==================== pid_tx_encoder
Figure 1. The clock network (pid_tx_encoder).
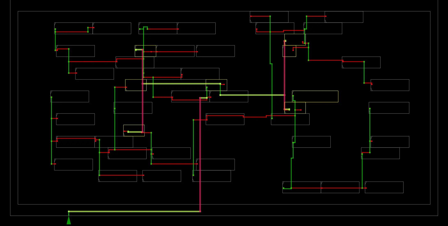

==> src/rtl/pid_tx_encoder.sv <==
// rtl/pid_tx_encoder.sv - pops a PID byte, checks it, sends SYNC+PID+EOP as NRZI with bit stuffing
module pid_tx_encoder #(
    parameter logic [7:0] SYNC_BYTE    = 8'h80,
    parameter int         EOP_SE0_BITS = 2
) (
    input  logic       clk,
    input  logic       n_rst,
    input  logic       shift_strobe,
    input  logic       fifo_empty,
    input  logic [7:0] fifo_r_data,
    output logic       fifo_r_enable,
    output logic       dplus_out,
    output logic       dminus_out,
    output logic       tx_active,
    output logic       pid_error
);

    typedef enum logic [2:0] {IDLE, FETCH, CHECK, SEND, EOP, EOP_J} state_t;

    localparam logic [1:0] SE0_LAST = 2'(EOP_SE0_BITS - 1);

    state_t      state_q, state_d;
    logic [7:0]  pid_q, pid_d;
    logic [15:0] shift_q, shift_d;
    logic [4:0]  bit_cnt_q, bit_cnt_d;
    logic [2:0]  ones_cnt_q, ones_cnt_d;
    logic [1:0]  se0_cnt_q, se0_cnt_d;
    logic        dplus_q, dplus_d;
    logic        dminus_q, dminus_d;
    logic        tx_active_q, tx_active_d;
    logic        pid_ok;

    assign pid_ok        = (pid_q[7:4] == ~pid_q[3:0]);
    assign fifo_r_enable = (state_q == FETCH);
    assign pid_error     = (state_q == CHECK) && !pid_ok;
    assign dplus_out     = dplus_q;
    assign dminus_out    = dminus_q;
    assign tx_active     = tx_active_q;

    always_comb begin
        state_d     = state_q;
        pid_d       = pid_q;
        shift_d     = shift_q;
        bit_cnt_d   = bit_cnt_q;
        ones_cnt_d  = ones_cnt_q;
        se0_cnt_d   = se0_cnt_q;
        dplus_d     = dplus_q;
        dminus_d    = dminus_q;
        tx_active_d = tx_active_q;
        case (state_q)
            IDLE: begin
                tx_active_d = 1'b0;
                if (!fifo_empty) state_d = FETCH;
            end
            FETCH: begin
                pid_d   = fifo_r_data;
                state_d = CHECK;
            end
            CHECK: begin
                if (pid_ok) begin
                    shift_d    = {pid_q, SYNC_BYTE};
                    bit_cnt_d  = 5'd0;
                    ones_cnt_d = 3'd0;
                    se0_cnt_d  = 2'd0;
                    state_d    = SEND;
                end else begin
                    state_d = IDLE;
                end
            end
            SEND: begin
                if (shift_strobe) begin
                    tx_active_d = 1'b1;
                    if (ones_cnt_q == 3'd6) begin
                        dplus_d    = ~dplus_q;
                        dminus_d   = dplus_q;
                        ones_cnt_d = 3'd0;
                        if (bit_cnt_q == 5'd16) state_d = EOP;
                    end else begin
                        if (shift_q[0]) begin
                            ones_cnt_d = ones_cnt_q + 3'd1;
                        end else begin
                            dplus_d    = ~dplus_q;
                            dminus_d   = dplus_q;
                            ones_cnt_d = 3'd0;
                        end
                        shift_d   = shift_q >> 1;
                        bit_cnt_d = bit_cnt_q + 5'd1;
                        // last data bit: leave SEND unless a trailing stuff bit is owed
                        if (bit_cnt_q == 5'd15 && !(shift_q[0] && ones_cnt_q == 3'd5))
                            state_d = EOP;
                    end
                end
            end
            EOP: begin
                if (shift_strobe) begin
                    dplus_d   = 1'b0;
                    dminus_d  = 1'b0;
                    se0_cnt_d = se0_cnt_q + 2'd1;
                    if (se0_cnt_q == SE0_LAST) state_d = EOP_J;
                end
            end
            EOP_J: begin
                if (shift_strobe) begin
                    dplus_d  = 1'b1;
                    dminus_d = 1'b0;
                    state_d  = IDLE;
                end
            end
            default: state_d = IDLE;
        endcase
    end

    always_ff @(posedge clk or negedge n_rst) begin
        if (!n_rst) begin
            state_q     <= IDLE;
            pid_q       <= 8'd0;
            shift_q     <= 16'd0;
            bit_cnt_q   <= 5'd0;
            ones_cnt_q  <= 3'd0;
            se0_cnt_q   <= 2'd0;
            dplus_q     <= 1'b1;
            dminus_q    <= 1'b0;
            tx_active_q <= 1'b0;
        end else begin
            state_q     <= state_d;
            pid_q       <= pid_d;
            shift_q     <= shift_d;
            bit_cnt_q   <= bit_cnt_d;
            ones_cnt_q  <= ones_cnt_d;
            se0_cnt_q   <= se0_cnt_d;
            dplus_q     <= dplus_d;
            dminus_q    <= dminus_d;
            tx_active_q <= tx_active_d;
        end
    end

endmodule

==> config.mk <==
export PLATFORM = sky130hd
export DESIGN_NAME = pid_tx_encoder
export DESIGN_NICKNAME = d
export VERILOG_FILES = /design/src/rtl/pid_tx_encoder.sv
export SDC_FILE = /design/constraint.sdc
export NUM_CORES = 1
export LEC_CHECK = 0
export CAP_MARGIN = 20
export CORE_ASPECT_RATIO = 0.5
export CORE_MARGIN = 1.5
export CORE_UTILIZATION = 40
export CTS_BUF_LIST = sky130_fd_sc_hd__clkbuf_8
export CTS_CLUSTER_DIAMETER = 100
export CTS_CLUSTER_SIZE = 16
export DETAILED_ROUTE_END_ITERATION = 6
export REMOVE_ABC_BUFFERS = 1
export SLEW_MARGIN = 20
export SYNTH_ARGS = -nofsm -noshare
export SYNTH_HDL_FRONTEND = slang
export SYNTH_SLANG_ARGS = --single-unit
==> constraint.sdc <==
create_clock -name clk -period 2.5 [get_ports clk]
set_input_delay 0.5 -clock clk [delete_from_list [all_inputs] [get_ports clk]]
set_output_delay 0.5 -clock clk [all_outputs]
set_load 0.03 [all_outputs]
==================== cpu_ctrl_sequencer
===== src/rtl/cpu_ctrl_sequencer.sv =====
// Instruction-cycle sequencer for the 8-bit CPU: fetch/decode/execute/memory/writeback
// with a memory-ready handshake, wait timeout and retired-instruction counter.
module cpu_ctrl_sequencer #(
  parameter int unsigned MEM_TIMEOUT = 8
) (
  input  logic       clk,
  input  logic       rst,
  input  logic       start,
  input  logic [3:0] ir_opcode,
  input  logic       zero_flag,
  input  logic       mem_rdy,
  output logic       pc_inc,
  output logic       pc_load,
  output logic       addr_sel,
  output logic       mar_load,
  output logic       mem_rd,
  output logic       mem_wr,
  output logic       ir_load,
  output logic       a_load,
  output logic [1:0] a_sel,
  output logic       b_load,
  output logic       alu_sub,
  output logic       flags_load,
  output logic       out_load,
  output logic [2:0] state_o,
  output logic       halted,
  output logic       retire,
  output logic       illegal_op,
  output logic       bus_err,
  output logic [7:0] instr_count
);

  typedef enum logic [2:0] {
    S_IDLE = 3'd0,
    S_F1   = 3'd1,
    S_F2   = 3'd2,
    S_DEC  = 3'd3,
    S_EX   = 3'd4,
    S_MEM  = 3'd5,
    S_WB   = 3'd6,
    S_HALT = 3'd7
  } state_t;

  localparam logic [3:0] OP_LDA = 4'h1;
  localparam logic [3:0] OP_ADD = 4'h2;
  localparam logic [3:0] OP_SUB = 4'h3;
  localparam logic [3:0] OP_STA = 4'h4;
  localparam logic [3:0] OP_LDI = 4'h5;
  localparam logic [3:0] OP_JMP = 4'h6;
  localparam logic [3:0] OP_JZ  = 4'h7;
  localparam logic [3:0] OP_OUT = 4'h8;
  localparam logic [3:0] OP_HLT = 4'hF;

  // Terminal count: the wait that would be the MEM_TIMEOUT-th unanswered cycle.
  localparam logic [7:0] WAIT_TC = 8'(MEM_TIMEOUT - 1);

  state_t     r_state;
  state_t     w_state_nxt;
  logic [3:0] r_opcode;
  logic [7:0] r_wait_cnt;
  logic       r_retire;
  logic       r_bus_err;
  logic [7:0] r_instr_count;
  logic       w_mem_wait;
  logic       w_timeout;
  logic       w_retire_evt;
  logic       w_mem_op;
  logic       w_addsub;

  assign w_mem_op   = (r_opcode == OP_LDA) || (r_opcode == OP_ADD) ||
                      (r_opcode == OP_SUB) || (r_opcode == OP_STA);
  assign w_addsub   = (r_opcode == OP_ADD) || (r_opcode == OP_SUB);
  assign w_mem_wait = ((r_state == S_F2) || (r_state == S_MEM)) && !mem_rdy;
  assign w_timeout  = w_mem_wait && (r_wait_cnt == WAIT_TC);

  always_comb begin
    w_state_nxt  = r_state;
    w_retire_evt = 1'b0;
    case (r_state)
      S_IDLE: if (start) w_state_nxt = S_F1;
      S_F1:   w_state_nxt = S_F2;
      S_F2: begin
        if (mem_rdy)        w_state_nxt = S_DEC;
        else if (w_timeout) w_state_nxt = S_HALT;
      end
      S_DEC:  w_state_nxt = S_EX;
      S_EX: begin
        if (w_mem_op) begin
          w_state_nxt = S_MEM;
        end else begin
          w_state_nxt  = (r_opcode == OP_HLT) ? S_HALT : S_F1;
          w_retire_evt = 1'b1;
        end
      end
      S_MEM: begin
        if (mem_rdy) begin
          if (w_addsub) begin
            w_state_nxt = S_WB;
          end else begin
            w_state_nxt  = S_F1;
            w_retire_evt = 1'b1;
          end
        end else if (w_timeout) begin
          w_state_nxt = S_HALT;
        end
      end
      S_WB: begin
        w_state_nxt  = S_F1;
        w_retire_evt = 1'b1;
      end
      S_HALT: if (start) w_state_nxt = S_F1;
      default: w_state_nxt = S_IDLE;
    endcase
  end

  always_ff @(posedge clk or posedge rst) begin
    if (rst) begin
      r_state       <= S_IDLE;
      r_opcode      <= 4'h0;
      r_wait_cnt    <= 8'd0;
      r_retire      <= 1'b0;
      r_bus_err     <= 1'b0;
      r_instr_count <= 8'd0;
    end else begin
      r_state   <= w_state_nxt;
      r_retire  <= w_retire_evt;
      r_bus_err <= w_timeout;
      if (r_state == S_DEC) r_opcode <= ir_opcode;
      if (w_state_nxt != r_state) r_wait_cnt <= 8'd0;
      else if (w_mem_wait)        r_wait_cnt <= r_wait_cnt + 8'd1;
      if (w_retire_evt) r_instr_count <= r_instr_count + 8'd1;
    end
  end

  // Datapath strobes: a pure decode of the current state, opcode, mem_rdy and Z.
  always_comb begin
    pc_inc     = 1'b0;
    pc_load    = 1'b0;
    addr_sel   = 1'b0;
    mar_load   = 1'b0;
    mem_rd     = 1'b0;
    mem_wr     = 1'b0;
    ir_load    = 1'b0;
    a_load     = 1'b0;
    a_sel      = 2'd0;
    b_load     = 1'b0;
    alu_sub    = 1'b0;
    flags_load = 1'b0;
    out_load   = 1'b0;
    illegal_op = 1'b0;
    case (r_state)
      S_F1: mar_load = 1'b1;
      S_F2: begin
        mem_rd  = 1'b1;
        ir_load = mem_rdy;
        pc_inc  = mem_rdy;
      end
      S_EX: begin
        case (r_opcode)
          4'h0: ;
          OP_LDA, OP_ADD, OP_SUB, OP_STA: begin
            addr_sel = 1'b1;
            mar_load = 1'b1;
          end
          OP_LDI: begin
            a_load = 1'b1;
            a_sel  = 2'd2;
          end
          OP_JMP: pc_load  = 1'b1;
          OP_JZ:  pc_load  = zero_flag;
          OP_OUT: out_load = 1'b1;
          OP_HLT: ;
          default: illegal_op = 1'b1;
        endcase
      end
      S_MEM: begin
        mem_wr = (r_opcode == OP_STA);
        mem_rd = !(r_opcode == OP_STA);
        a_load = mem_rdy && (r_opcode == OP_LDA);
        b_load = mem_rdy && w_addsub;
      end
      S_WB: begin
        a_load     = 1'b1;
        a_sel      = 2'd1;
        alu_sub    = (r_opcode == OP_SUB);
        flags_load = 1'b1;
      end
      default: ;
    endcase
  end

  assign state_o     = r_state;
  assign halted      = (r_state == S_HALT);
  assign retire      = r_retire;
  assign bus_err     = r_bus_err;
  assign instr_count = r_instr_count;

endmodule


===== config.mk =====
export PLATFORM = sky130hd
export DESIGN_NAME = cpu_ctrl_sequencer
export DESIGN_NICKNAME = d
export VERILOG_FILES = /design/src/rtl/cpu_ctrl_sequencer.sv
export SDC_FILE = /design/constraint.sdc
export NUM_CORES = 1
export LEC_CHECK = 0
export ABC_AREA = 1
export CAP_MARGIN = 10
export CORE_MARGIN = 8
export CORE_UTILIZATION = 53
export DETAILED_ROUTE_END_ITERATION = 10
export GPL_TIMING_DRIVEN = 0
export PLACE_DENSITY = 0.95
export SLEW_MARGIN = 5
export SYNTH_ARGS = -nofsm -noshare
export SYNTH_HDL_FRONTEND = slang
export SYNTH_SLANG_ARGS = --single-unit

===== constraint.sdc =====
create_clock -name clk -period 4.55 [get_ports clk]
set_input_delay 0.91 -clock clk [delete_from_list [all_inputs] [get_ports clk]]
set_output_delay 0.91 -clock clk [all_outputs]
set_load 0.005 [all_outputs]

==================== mips_cpu_hilo_unit
**config.mk**
```make
export PLATFORM = sky130hd
export DESIGN_NAME = mips_cpu_hilo_unit
export DESIGN_NICKNAME = d
export VERILOG_FILES = /design/src/rtl/mips_cpu_hilo_unit.sv
export SDC_FILE = /design/constraint.sdc
export NUM_CORES = 1
export LEC_CHECK = 0
export CORE_MARGIN = 1
export CORE_UTILIZATION = 40
export DETAILED_ROUTE_END_ITERATION = 10
export SETUP_SLACK_MARGIN = 0.5
export SLEW_MARGIN = 20
export SYNTH_ARGS = -nofsm -noshare
export SYNTH_HDL_FRONTEND = slang
export SYNTH_SLANG_ARGS = --single-unit
```
**constraint.sdc**
```tcl
create_clock -name clk -period 5.64 [get_ports clk]
set_input_delay 1.128 -clock clk [delete_from_list [all_inputs] [get_ports clk]]
set_output_delay 1.128 -clock clk [all_outputs]
set_load 0.01 [all_outputs]
```
**src/rtl/mips_cpu_hilo_unit.sv**
```systemverilog
// rtl/mips_cpu_hilo_unit.sv - HI/LO owner and iterative MULT/MULTU/DIV/DIVU sequencer (option: MIPS_HILO_FAST_MULT_EN)
module mips_cpu_hilo_unit #(
    parameter int WIDTH          = 32,
    parameter int BITS_PER_CYCLE = 1
) (
    input  logic             clk,
    input  logic             reset_n,
    input  logic             start,
    input  logic [1:0]       op,
    input  logic [WIDTH-1:0] a,
    input  logic [WIDTH-1:0] b,
    input  logic             mthi,
    input  logic             mtlo,
    input  logic [WIDTH-1:0] wdata,
    input  logic             hilo_use,
    output logic             busy,
    output logic             done,
    output logic             div_zero,
    output logic             stall,
    output logic [WIDTH-1:0] hi,
    output logic [WIDTH-1:0] lo
);
    localparam int STEPS = WIDTH / BITS_PER_CYCLE;
    localparam int CW    = $clog2(STEPS + 1);

    typedef enum logic [1:0] {S_IDLE, S_RUN, S_FIX} state_t;

    state_t             state_q, state_d;
    logic               div_q;
    logic               res_neg, rem_neg, dz_q;
    logic [CW-1:0]      cnt;
    // r_hi: partial product high half / running remainder; r_lo: multiplier / dividend-quotient
    logic [WIDTH-1:0]   r_hi, r_lo, r_b;

    logic               a_neg, b_neg, b_zero;
    logic [WIDTH-1:0]   a_mag, b_mag;
    logic [WIDTH-1:0]   step_hi, step_lo;
    logic [WIDTH:0]     trial, sum;
    logic               qbit;
    logic [2*WIDTH-1:0] prod_mag, prod;
    logic [WIDTH-1:0]   quo, rem, fix_hi, fix_lo;

    assign a_neg  = ~op[0] & a[WIDTH-1];
    assign b_neg  = ~op[0] & b[WIDTH-1];
    assign a_mag  = a_neg ? -a : a;
    assign b_mag  = b_neg ? -b : b;
    assign b_zero = (b == '0);

    assign busy  = (state_q != S_IDLE);
    assign stall = busy & (hilo_use | start);

    always_comb begin
        state_d = state_q;
        case (state_q)
            S_IDLE: begin
                if (start) begin
                    if (op[1] && b_zero)
                        state_d = S_FIX;
`ifdef MIPS_HILO_FAST_MULT_EN
                    else if (!op[1])
                        state_d = S_FIX;
`endif
                    else
                        state_d = S_RUN;
                end
            end
            S_RUN:   if (cnt == CW'(STEPS - 1)) state_d = S_FIX;
            S_FIX:   state_d = S_IDLE;
            default: state_d = S_IDLE;
        endcase
    end

    // One RUN cycle: BITS_PER_CYCLE shift-add or restoring-divide steps chained combinationally
    always_comb begin
        step_hi = r_hi;
        step_lo = r_lo;
        trial   = '0;
        sum     = '0;
        qbit    = 1'b0;
        for (int i = 0; i < BITS_PER_CYCLE; i++) begin
            if (div_q) begin
                trial = {step_hi, step_lo[WIDTH-1]};
                if (trial >= {1'b0, r_b}) begin
                    trial = trial - {1'b0, r_b};
                    qbit  = 1'b1;
                end else begin
                    qbit  = 1'b0;
                end
                step_hi = trial[WIDTH-1:0];
                step_lo = {step_lo[WIDTH-2:0], qbit};
            end else begin
                sum     = {1'b0, step_hi} + (step_lo[0] ? {1'b0, r_b} : {(WIDTH+1){1'b0}});
                step_lo = {sum[0], step_lo[WIDTH-1:1]};
                step_hi = sum[WIDTH:1];
            end
        end
    end

    always_comb begin
`ifdef MIPS_HILO_FAST_MULT_EN
        prod_mag = {{WIDTH{1'b0}}, r_lo} * {{WIDTH{1'b0}}, r_b};
`else
        prod_mag = {r_hi, r_lo};
`endif
        prod   = res_neg ? -prod_mag : prod_mag;
        quo    = res_neg ? -r_lo : r_lo;
        rem    = rem_neg ? -r_hi : r_hi;
        fix_hi = div_q ? rem : prod[2*WIDTH-1:WIDTH];
        fix_lo = div_q ? quo : prod[WIDTH-1:0];
    end

    always_ff @(posedge clk) begin
        if (!reset_n) begin
            state_q  <= S_IDLE;
            hi       <= '0;
            lo       <= '0;
            done     <= 1'b0;
            div_zero <= 1'b0;
            cnt      <= '0;
            div_q    <= 1'b0;
            res_neg  <= 1'b0;
            rem_neg  <= 1'b0;
            dz_q     <= 1'b0;
            r_hi     <= '0;
            r_lo     <= '0;
            r_b      <= '0;
        end else begin
            state_q  <= state_d;
            done     <= (state_q == S_FIX);
            div_zero <= (state_q == S_FIX) && dz_q;
            case (state_q)
                S_IDLE: begin
                    if (mthi) hi <= wdata;
                    if (mtlo) lo <= wdata;
                    if (start) begin
                        div_q   <= op[1];
                        r_hi    <= '0;
                        r_lo    <= a_mag;
                        r_b     <= b_mag;
                        res_neg <= a_neg ^ b_neg;
                        rem_neg <= a_neg;
                        dz_q    <= op[1] & b_zero;
                        cnt     <= '0;
                    end
                end
                S_RUN: begin
                    r_hi <= step_hi;
                    r_lo <= step_lo;
                    cnt  <= cnt + CW'(1);
                end
                S_FIX: begin
                    if (!dz_q) begin
                        hi <= fix_hi;
                        lo <= fix_lo;
                    end
                end
                default: ;
            endcase
        end
    end
endmodule

```
==================== bf16_dot_accum
===== config.mk =====
export PLATFORM = sky130hd
export DESIGN_NAME = bf16_dot_accum
export DESIGN_NICKNAME = d
export VERILOG_FILES = /design/src/rtl/bf16_dot_accum_pkg.sv /design/src/rtl/bf16_add_comb.sv /design/src/rtl/bf16_dot_accum.sv
export SDC_FILE = /design/constraint.sdc
export NUM_CORES = 1
export LEC_CHECK = 0
export CAP_MARGIN = 20
export CELL_PAD_IN_SITES_DETAIL_PLACEMENT = 1
export CELL_PAD_IN_SITES_GLOBAL_PLACEMENT = 2
export CORE_MARGIN = 10
export CORE_UTILIZATION = 38
export CTS_CLUSTER_DIAMETER = 120
export CTS_CLUSTER_SIZE = 24
export DETAILED_ROUTE_END_ITERATION = 8
export PLACE_DENSITY = 0.9
export SYNTH_ARGS = -nofsm -noshare
export SYNTH_HDL_FRONTEND = slang
export SYNTH_SLANG_ARGS = --single-unit

===== constraint.sdc =====
create_clock -name clk -period 19.95 [get_ports clk]
set_input_delay 3.99 -clock clk [delete_from_list [all_inputs] [get_ports clk]]
set_output_delay 3.99 -clock clk [all_outputs]
set_load 0.02 [all_outputs]

===== src/rtl/bf16_dot_accum_pkg.sv =====
// Shared bfloat16 field widths, constants and the accumulator FSM state type.
package bf16_dot_accum_pkg;

    // bfloat16 layout: {sign, exp[7:0], frac[6:0]}, hidden leading one implied
    localparam int unsigned BF16_DATA_W = 16;
    localparam int unsigned BF16_EXP_W  = 8;
    localparam int unsigned BF16_FRAC_W = 7;

    // Constants shared with the multiplier
    localparam int unsigned EXP_BIAS  = 127;
    localparam logic [7:0]  EXP_MAX   = 8'hFF;
    localparam logic [15:0] BF16_ZERO = 16'h0000;

    // Accumulator control states
    typedef enum logic [1:0] {
        StIdle,
        StAccum,
        StDone
    } acc_state_e;

endpackage


===== src/rtl/bf16_add_comb.sv =====
// Combinational truncating float adder: align, add/subtract, normalise.
// Subnormal operands are flushed to zero; an all-ones exponent on either
// input, or a result exponent reaching all-ones, saturates to signed infinity.
module bf16_add_comb
    import bf16_dot_accum_pkg::*;
#(
    parameter int unsigned  EXP_WIDTH  = BF16_EXP_W,
    parameter int unsigned  FRAC_WIDTH = BF16_FRAC_W,
    localparam int unsigned DATA_WIDTH = 1 + EXP_WIDTH + FRAC_WIDTH
) (
    input  logic [DATA_WIDTH-1:0] a_i,
    input  logic [DATA_WIDTH-1:0] b_i,
    output logic [DATA_WIDTH-1:0] sum_o,
    output logic                  ovf_o
);

    // Mantissa width including hidden one; exponent work width with headroom
    // for the carry increment and for going negative during normalisation.
    localparam int unsigned MW = FRAC_WIDTH + 1;
    localparam int unsigned XW = EXP_WIDTH + 2;

    localparam logic [EXP_WIDTH-1:0] EXP_ALL1    = '1;
    localparam logic [EXP_WIDTH-1:0] SHIFT_LIMIT = EXP_WIDTH'(FRAC_WIDTH + 2);
    localparam logic [XW-1:0]        XW_ONE      = XW'(1);
    localparam logic [XW-1:0]        XW_EXP_MAX  = XW'((1 << EXP_WIDTH) - 1);

    logic [EXP_WIDTH-1:0]  a_exp, b_exp;
    logic [DATA_WIDTH-2:0] a_key, b_key;
    logic                  a_big;

    logic                  l_sign, s_sign;
    logic [EXP_WIDTH-1:0]  l_exp, s_exp, exp_diff;
    logic [MW-1:0]         l_mant, s_mant, s_align;
    logic [MW:0]           mag_sum;
    logic [MW-1:0]         mag_dif;
    logic [XW-1:0]         lzc;
    logic [XW-1:0]         res_exp;
    logic [FRAC_WIDTH-1:0] res_frac;

    assign a_exp = a_i[DATA_WIDTH-2 -: EXP_WIDTH];
    assign b_exp = b_i[DATA_WIDTH-2 -: EXP_WIDTH];

    // Magnitude keys: a zero exponent means the operand is zero, whatever its fraction
    assign a_key = (a_exp == '0) ? '0 : a_i[DATA_WIDTH-2:0];
    assign b_key = (b_exp == '0) ? '0 : b_i[DATA_WIDTH-2:0];
    assign a_big = (a_key >= b_key);

    // Order operands by magnitude, align the smaller and form both sum and difference
    always_comb begin
        l_sign   = a_big ? a_i[DATA_WIDTH-1] : b_i[DATA_WIDTH-1];
        s_sign   = a_big ? b_i[DATA_WIDTH-1] : a_i[DATA_WIDTH-1];
        l_exp    = a_big ? a_exp : b_exp;
        s_exp    = a_big ? b_exp : a_exp;
        l_mant   = (l_exp == '0) ? '0
                 : {1'b1, (a_big ? a_i[FRAC_WIDTH-1:0] : b_i[FRAC_WIDTH-1:0])};
        s_mant   = (s_exp == '0) ? '0
                 : {1'b1, (a_big ? b_i[FRAC_WIDTH-1:0] : a_i[FRAC_WIDTH-1:0])};
        exp_diff = l_exp - s_exp;
        // Bits shifted out of the smaller operand are simply lost (truncation)
        s_align  = (exp_diff >= SHIFT_LIMIT) ? '0 : (s_mant >> exp_diff);
        mag_sum  = {1'b0, l_mant} + {1'b0, s_align};
        mag_dif  = l_mant - s_align;
    end

    // Leading-zero count of the difference for left normalisation
    always_comb begin
        logic found;
        found = 1'b0;
        lzc   = '0;
        for (int i = MW - 1; i >= 0; i--) begin
            if (!found) begin
                if (mag_dif[i]) begin
                    found = 1'b1;
                end else begin
                    lzc = lzc + XW_ONE;
                end
            end
        end
    end

    // Normalise and pack, handling infinity, cancellation and underflow
    always_comb begin
        sum_o    = '0;
        ovf_o    = 1'b0;
        res_exp  = '0;
        res_frac = '0;
        if ((a_exp == EXP_ALL1) || (b_exp == EXP_ALL1)) begin
            sum_o = {l_sign, EXP_ALL1, {FRAC_WIDTH{1'b0}}};
            ovf_o = 1'b1;
        end else if (l_mant == '0) begin
            sum_o = '0;
        end else if (l_sign == s_sign) begin
            if (mag_sum[MW]) begin
                res_frac = mag_sum[FRAC_WIDTH:1];
                res_exp  = {2'b00, l_exp} + XW_ONE;
            end else begin
                res_frac = mag_sum[FRAC_WIDTH-1:0];
                res_exp  = {2'b00, l_exp};
            end
            if (res_exp >= XW_EXP_MAX) begin
                sum_o = {l_sign, EXP_ALL1, {FRAC_WIDTH{1'b0}}};
                ovf_o = 1'b1;
            end else begin
                sum_o = {l_sign, res_exp[EXP_WIDTH-1:0], res_frac};
            end
        end else if (mag_dif != '0) begin
            res_frac = FRAC_WIDTH'(mag_dif << lzc);
            res_exp  = {2'b00, l_exp} - lzc;
            // Underflow below the smallest normal flushes to +0 without overflow
            if (!res_exp[XW-1] && (res_exp != '0)) begin
                sum_o = {l_sign, res_exp[EXP_WIDTH-1:0], res_frac};
            end
        end
        // Exact cancellation falls through to the +0 default
    end

endmodule


===== src/rtl/bf16_dot_accum.sv =====
// Streaming bfloat16 dot-product accumulator: sums one product per cycle over
// valid/ready and presents sum, beat count and sticky overflow on the result
// port once the last product of a vector has been accepted.
module bf16_dot_accum
    import bf16_dot_accum_pkg::*;
#(
    parameter int unsigned DATA_WIDTH = BF16_DATA_W,
    parameter int unsigned EXP_WIDTH  = BF16_EXP_W,
    parameter int unsigned FRAC_WIDTH = BF16_FRAC_W,
    parameter int unsigned CNT_W      = 8
) (
    input  logic                  clk,
    input  logic                  rst_n,
    input  logic                  prod_valid,
    output logic                  prod_ready,
    input  logic [DATA_WIDTH-1:0] prod_data,
    input  logic                  prod_ovf,
    input  logic                  prod_last,
    output logic                  res_valid,
    input  logic                  res_ready,
    output logic [DATA_WIDTH-1:0] res_data,
    output logic [CNT_W-1:0]      res_count,
    output logic                  res_ovf
);

    localparam logic [CNT_W-1:0] CNT_MAX = '1;
    localparam logic [CNT_W-1:0] CNT_ONE = CNT_W'(1);

    acc_state_e            state_q, state_d;
    logic [DATA_WIDTH-1:0] acc_q, acc_d;
    logic [CNT_W-1:0]      cnt_q, cnt_d;
    logic                  ovf_q, ovf_d;

    logic [DATA_WIDTH-1:0] add_sum;
    logic                  add_ovf;
    logic                  accept;

    assign accept = prod_valid & prod_ready;

    bf16_add_comb #(
        .EXP_WIDTH  (EXP_WIDTH),
        .FRAC_WIDTH (FRAC_WIDTH)
    ) u_add (
        .a_i   (acc_q),
        .b_i   (prod_data),
        .sum_o (add_sum),
        .ovf_o (add_ovf)
    );

    // State and accumulator registers; reset drops any partial vector
    always_ff @(posedge clk or negedge rst_n) begin
        if (!rst_n) begin
            state_q <= StIdle;
            acc_q   <= '0;
            cnt_q   <= '0;
            ovf_q   <= 1'b0;
        end else begin
            state_q <= state_d;
            acc_q   <= acc_d;
            cnt_q   <= cnt_d;
            ovf_q   <= ovf_d;
        end
    end

    // Next-state: accumulate until the last beat, then hold until the result is taken
    always_comb begin
        state_d = state_q;
        unique case (state_q)
            StIdle, StAccum: begin
                if (accept) begin
                    state_d = prod_last ? StDone : StAccum;
                end
            end
            StDone: begin
                if (res_ready) begin
                    state_d = StIdle;
                end
            end
            default: state_d = StIdle;
        endcase
    end

    // Datapath next-state: fold in accepted beats, clear on result handshake
    always_comb begin
        acc_d = acc_q;
        cnt_d = cnt_q;
        ovf_d = ovf_q;
        if (accept) begin
            acc_d = add_sum;
            cnt_d = (cnt_q == CNT_MAX) ? cnt_q : cnt_q + CNT_ONE;
            ovf_d = ovf_q | prod_ovf | add_ovf;
        end else if ((state_q == StDone) && res_ready) begin
            acc_d = '0;
            cnt_d = '0;
            ovf_d = 1'b0;
        end
    end

    // Outputs: input stalls while a result is pending; result fields zero unless valid
    always_comb begin
        prod_ready = rst_n & (state_q != StDone);
        res_valid  = (state_q == StDone);
        res_data   = res_valid ? acc_q : '0;
        res_count  = res_valid ? cnt_q : '0;
        res_ovf    = res_valid & ovf_q;
    end

endmodule


Figure 2. Metal 1 (mips_cpu_hilo_unit).
Scale bar: 50 um.
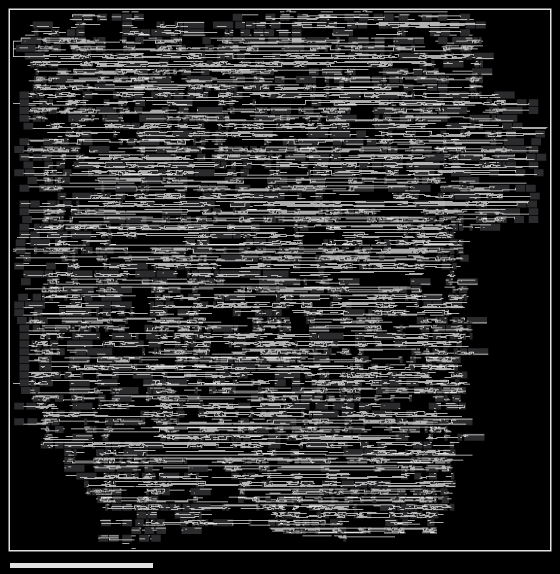
The wires run mostly horizontal. The longest straight run is 94.8 um. 2,046 nets have wire on it. The layer carries 23.6 mm of wire.
global routing met1 resource utilization: 38.93%
number of vias in the routed layout: 14,585
overall routed net length: 49,440 um

==> impl_metrics.json, mips_cpu_hilo_unit <==
{
  "worst-path-max-fanout": 5,
  "sequential_cell_area_um2": 3486,
  "finalWeightedCongestion": 0.9672,
  "cts_tree": "built",
  "route.detailed.wl_per_inst_um": 19.97,
  "final_cell_count_no_fill": 2476,
  "yosys-top-cells-area": "dfxtp_1, a21oi_1, ha_1, nor2_1, xnor2_1",
  "cap_violations": 0,
  "p_leak_nw": 6.544,
  "worst-path-stages": 13,
  "layout.core_utilization_pct": 48.08,
  "grt_pass1_wl_um": 76850,
  "cp_slowest_stage_delay_ps": 550,
  "ys_warn_count": 0,
  "status": "completed",
  "finalCritPeriodShare_pct": 70.08,
  "setup-violations-final": 0,
  "postCtsSetupRepairBufs": 0,
  "synth.cellmix.xorXnorShare_pct": 10.47,
  "ys_sh_mux_pct": 2.661,
  "synth.cells.most_frequent": "nor2_1, nand2_1, a21oi_1, dfxtp_1, o21ai_0",
  "comb_area_um2": 9781,
  "violation_count_after_the_first_detailed_routing_iteration": 1120,
  "layout.nets": 2183,
  "tritoncts.num_buffers": 17,
  "floorplanUtilization_pct": 40.53,
  "async_reset_ff_share_pct": 0,
  "synthesis.area_per_instance_um2": 7.229,
  "fraction_of_layout_cells_with_a_size_suffix_above_1_pct": 4.305,
  "synth.most_common_cell": "nor2_1",
  "clk_root_buffer_cell": "clkbuf_16",
  "min_to": "lo[15]$_SDFFE_PN0P_",
  "clock_tree.buffer_depth": 2,
  "synthesis.nets": 2107,
  "cts_num_sinks": 174,
  "io_buffers": 171,
  "grt_pass1_vias": 13578,
  "pg_seq_mw": 1.47,
  "timing.rr.start": "r_lo[31]$_SDFFE_PN0P_",
  "cts-htree-levels": 4,
  "yosys-stat-cells": 1932,
  "comb-power_mw": 1.35,
  "post-synth-top-area-cell": "dfxtp_1"
}
-- mips_cpu_hilo_unit: area by class of cell --
| class | count | share of cell area (%) |
|---|---|---|
| Multi-Input combinational cell | 1561 | 59.04 |
| Sequential cell | 174 | 21.04 |
| Timing Repair Buffer | 191 | 11.48 |
| Tap cell | 455 | 3.437 |
| Clock buffer | 17 | 2.568 |
| Inverter | 63 | 1.427 |
| Clock inverter | 15 | 1.005 |
-- mips_cpu_hilo_unit: per-layer routing --
layer / part of all wire (%) / track usage, %
met4: 2.2 / 7.475
met1: 48 / 38.93
met3: 5.2 / 3.596
met2: 45 / 43.40
met5: 0 / 0
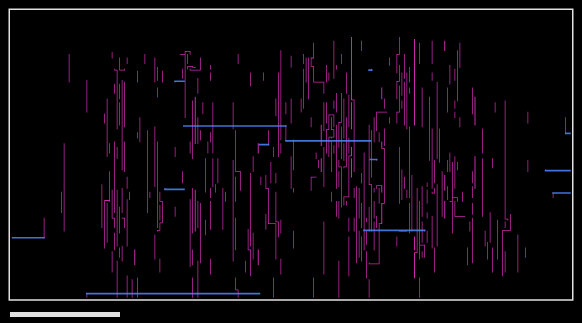
Figure 3: pid_tx_encoder, wiring by layer.
Scale bar: 20 um. Two of the layers only.
Magenta shows M2, wire length 1,570 um. Blue shows M3, wire length 98.6 um.
overall routed net length: 3681 um
number of vias in the routed layout: 1,443

## Picture notes: Figure 1
sequential cells: 40
Worst-Skew Late Latency: 290 ps
power dissipated in the clock network: 0.564 mW
clock buffers: 6
number of buffers inserted during clock tree synthesis: 5

==> impl_metrics.json, pid_tx_encoder <==
{
  "global_route.peak_usage_layer": "met2",
  "floorplanUtilization_pct": 43.37,
  "comb_area_um2": 903.4,
  "timing.setup.tns_ps": 0,
  "die-area_um2": 5415,
  "antenna_found_initial": 0,
  "fraction_of_layout_cells_with_a_size_suffix_above_1_pct": 11.90,
  "yosys-top-cells-area": "dfrtp_1, nand2_1, mux2_1, mux2_2, ha_1",
  "pg_seq_mw": 1.12,
  "ys_warn_count": 0,
  "placementRows": 17,
  "wirelength_met1_um": 1948,
  "critPathLaunch": "state_q[2]$_DFFE_PN0P_",
  "compound_area_share_pct": 15.27,
  "status": "completed",
  "tightestPinTransition_ps": 880.5,
  "async_reset_ff_share_pct": 100.0,
  "setup-violations-final": 0,
  "cap_violations": 0,
  "slew_violations": 0
}
==> pid_tx_encoder: stage by stage <==
stage | cells | worst slack [ps] | hold slack (ps)
global placement | 268 | 388.5 | 468.1
finish | 276 | 110.8 | 318.9
CTS | 276 | 17.04 | 354.4
global route | 276 | 16.93 | 381.5
floorplan | 181 | 619.4 | 204.4
detailed placement | 268 | 346.8 | 470.8
==> pid_tx_encoder: area by class of cell <==
class                           count  area share (%)
Clock buffer                        6           3.526
Clock inverter                      2           1.656
Inverter                           10           1.603
Multi-Input combinational cell    131           38.57
Sequential cell                    40           42.79
Tap cell                           66           3.526
Timing Repair Buffer               21           8.333
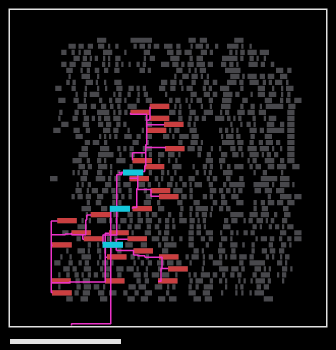
Figure 4: bf16_dot_accum, clock network drawn from the DEF.
Scale bar: 50 um.
Red shows flip-flops, count 27. Magenta shows clock wires, length 405 um. Cyan shows clock-net drivers, count 3.
There are 4 routed clock nets.
Worst-Skew Late Latency: 270 ps
fraction of power consumed by the clock network: 3.9%
power dissipated in the clock network: 0.0469 mW
Worst Clk Skew: 7.000 ps

==> impl_metrics.json, bf16_dot_accum <==
{
  "status": "completed",
  "ys_warn_count": 0,
  "worst-path-max-fanout": 23,
  "logic_gate_count": 667,
  "critPathLaunch": "prod_data[9]",
  "cp_slowest_stage_delay_ps": 660,
  "fillers": 1812,
  "sequential_cell_area_um2": 675.6,
  "met2_length_um": 10010,
  "power.share.switching_pct": 59.36,
  "grtUsageMet3_pct": 1.493,
  "cts-htree-levels": 1,
  "post-route-drc-count": 0,
  "routed-wl-met3_um": 923,
  "clk_root_buffer_cell": "clkbuf_16",
  "post_synth_inst_count": 779,
  "yosys.cell_types.count": 93,
  "ys_sh_adder_pct": 12.17,
  "pwr_density_cell_nw_per_um2": 188.0,
  "critPathRequiredTime_ps": 20100,
  "final_common_cell": "nand2_1",
  "yosys-stat-area_um2": 5737,
  "pin_count_of_the_biggest_net_entering_global_routing": 32,
  "reg2reg_setup_slack_ps": 5900,
  "nNonClkBuffers": 53,
  "comb-power_mw": 1.03,
  "max_freq_mhz": 57.14,
  "clock_tree_area_fraction_pct": 1.259,
  "power.switching_mw": 0.7097
}
==> bf16_dot_accum: critical path: cells and delay by family <==
family                   cells  cell delay (ps)
buffers and inverters        3              890
AND-OR/OR-AND               24             5990
adder cells (fa/ha/maj)     11             3150
multiplexers                 1              260
XOR/XNOR                     4             1230
AND/OR/NAND/NOR             14             2100
==> bf16_dot_accum: per-stage QoR <==
step	instances	power, mW	instance area [um2]
2_1_floorplan	781	0.8761	5744
3_3_place_gp	968	1.085	6264
3_5_place_dp	968	1.128	6264
4_1_cts	972	1.182	6344
5_1_grt	974	1.302	6359
6_report	974	1.196	6359
Figure 5. Cell classes on the final placement (cpu_ctrl_sequencer).
Fill, decap, tap and diode cells in gray.
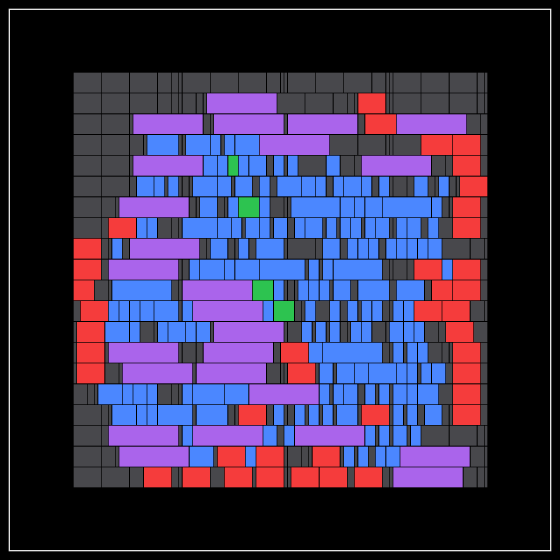
Green shows clock drivers and dummy loads, cells 4. Blue shows remaining logic cells, cells 167. Red shows remaining buffers and delay cells, cells 41. Purple shows registers, cells 25.
row count: 20
final std cell area, no fill: 2014 um2
Seq area share: 31.06%
final standard cell utilization of the core: 68.22%

==> impl_metrics.json, cpu_ctrl_sequencer <==
{
  "skew_ps": 1.785,
  "seq_power_share_pct": 34.9,
  "comb_area_um2": 814.5,
  "logic_gate_count": 141,
  "placed_inst_area_um2": 1988,
  "grtUsageMet3_pct": 4.520,
  "numSequentialCells": 25,
  "critPathLaunch": "mem_rdy",
  "post-layout-total-power_mw": 0.9709,
  "synth_seq_share_pct": 39.43,
  "hold_class": "reg -> reg",
  "vias_per_cell": 5.163,
  "post-synth-top-area-cell": "dfrtp_1",
  "ys.flops": 25,
  "post_syn_area_um2": 1587,
  "clock_tree.buffer_depth": 2,
  "clock_tree_area_fraction_pct": 1.304,
  "timing.rr.start": "state_o[2]$_DFF_PP0_",
  "power.switching_mw": 0.4228,
  "status": "completed",
  "met2_length_um": 1582,
  "synth.most_common_cell": "nand2_1",
  "synth.cells.most_frequent": "nand2_1, nor2_1, dfrtp_1, inv_1, nand3_1",
  "max_freq_mhz": 332.6,
  "critPathRequiredTime_ps": 3640,
  "floorplan.core_area_um2": 2953,
  "compound_area_share_pct": 6.467,
  "stage_log_warning_count": 26,
  "ys_warn_count": 0,
  "sequential_cell_area_um2": 625.6,
  "fillers": 251,
  "floorplan.io_pins": 38,
  "critical_path.reg2reg.endpoint": "r_wait_cnt[4]$_DFFE_PP0P_",
  "comb-cell-share_pct": 40.43,
  "p_leak_nw": 0.9574,
  "rsz0062_at_grt": "false",
  "hold_path_startpoint": "instr_count[0]$_DFFE_PP0P_",
  "critical_path_arrival_ps": 2100,
  "place_hpwl_um": 2717,
  "worst-path-max-fanout": 7,
  "tapcell.inserted": 33,
  "cts-htree-levels": 1,
  "yosys-top-cells-area": "dfrtp_1, nand2_1, nor2_1, inv_1, xor2_1"
}
[cpu_ctrl_sequencer: power groups by stage]
stage                     logic (mW)  clock network, mW  registers [mW]
after floorplan                0.355                  0           0.337
after global placement         0.527                  0           0.340
after detailed placement       0.541                  0           0.344
after CTS                      0.544              0.100           0.339
after global routing           0.594              0.110           0.348
final                          0.537             0.0959           0.338
[cpu_ctrl_sequencer: worst max-delay path: stages]
cell and delay, ps:
clkdlybuf4s18_2 270, inv_1 90, nor2_1 200, buf_4 140
clkdlybuf4s50_1 490


==> layout pictures side by side <==
The clock network.
Plate I
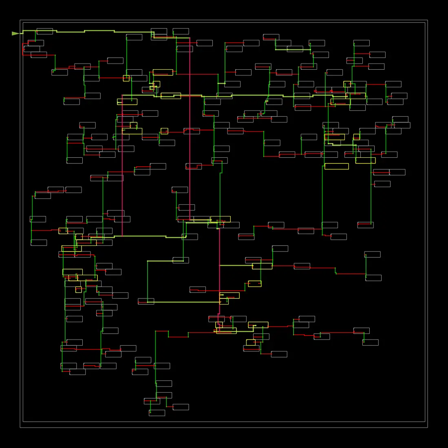
Plate II
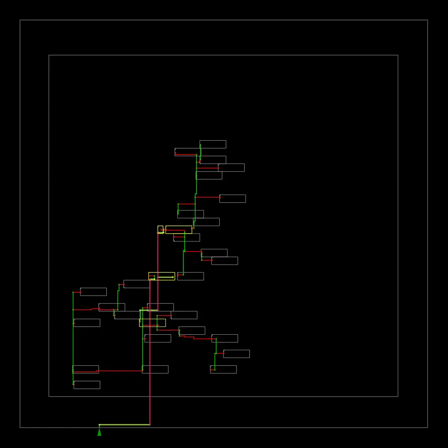
Plate III
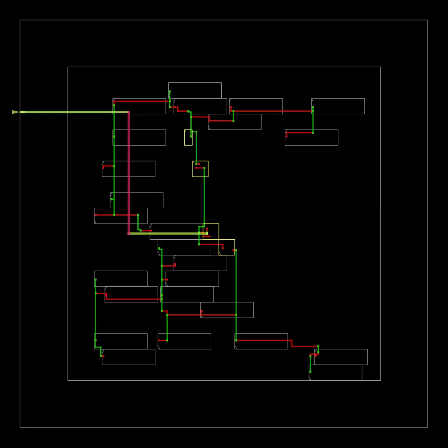
Plate I comes from mips_cpu_hilo_unit.
Plate II comes from bf16_dot_accum.
Plate III comes from cpu_ctrl_sequencer.
- most clock buffers: Plate I
- most sequential cells: Plate I


==> screenshots <==
Cell classes on the final placement.
Fill, decap, tap and diode cells in gray.
image #1
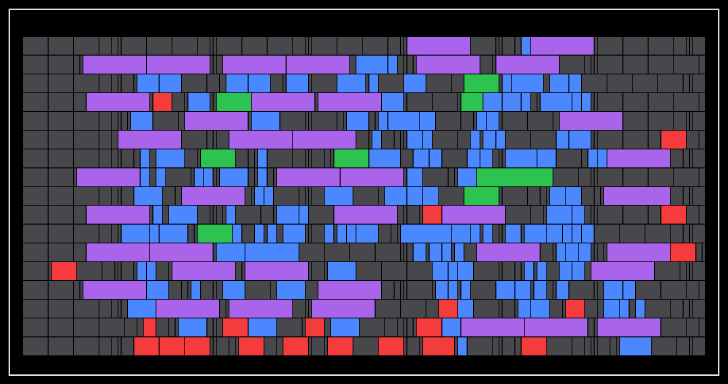
image #2
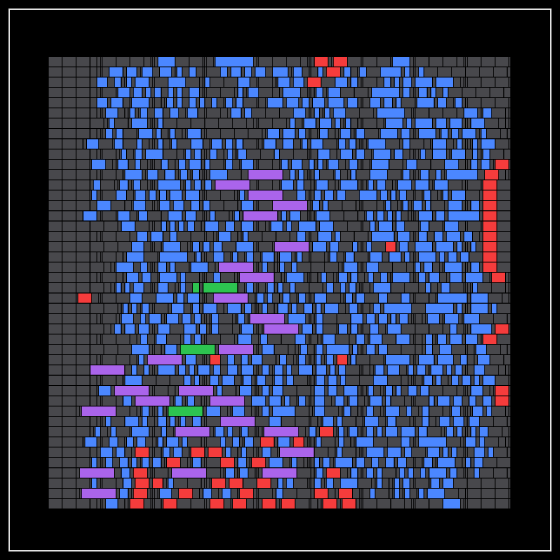
image #3
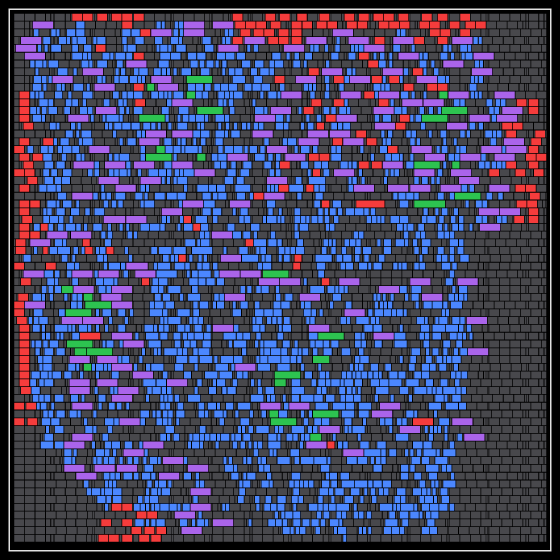
Image #3 is mips_cpu_hilo_unit.
Image #1 is pid_tx_encoder.
Image #2 is bf16_dot_accum.

Power and IR drop assume default switching activity.
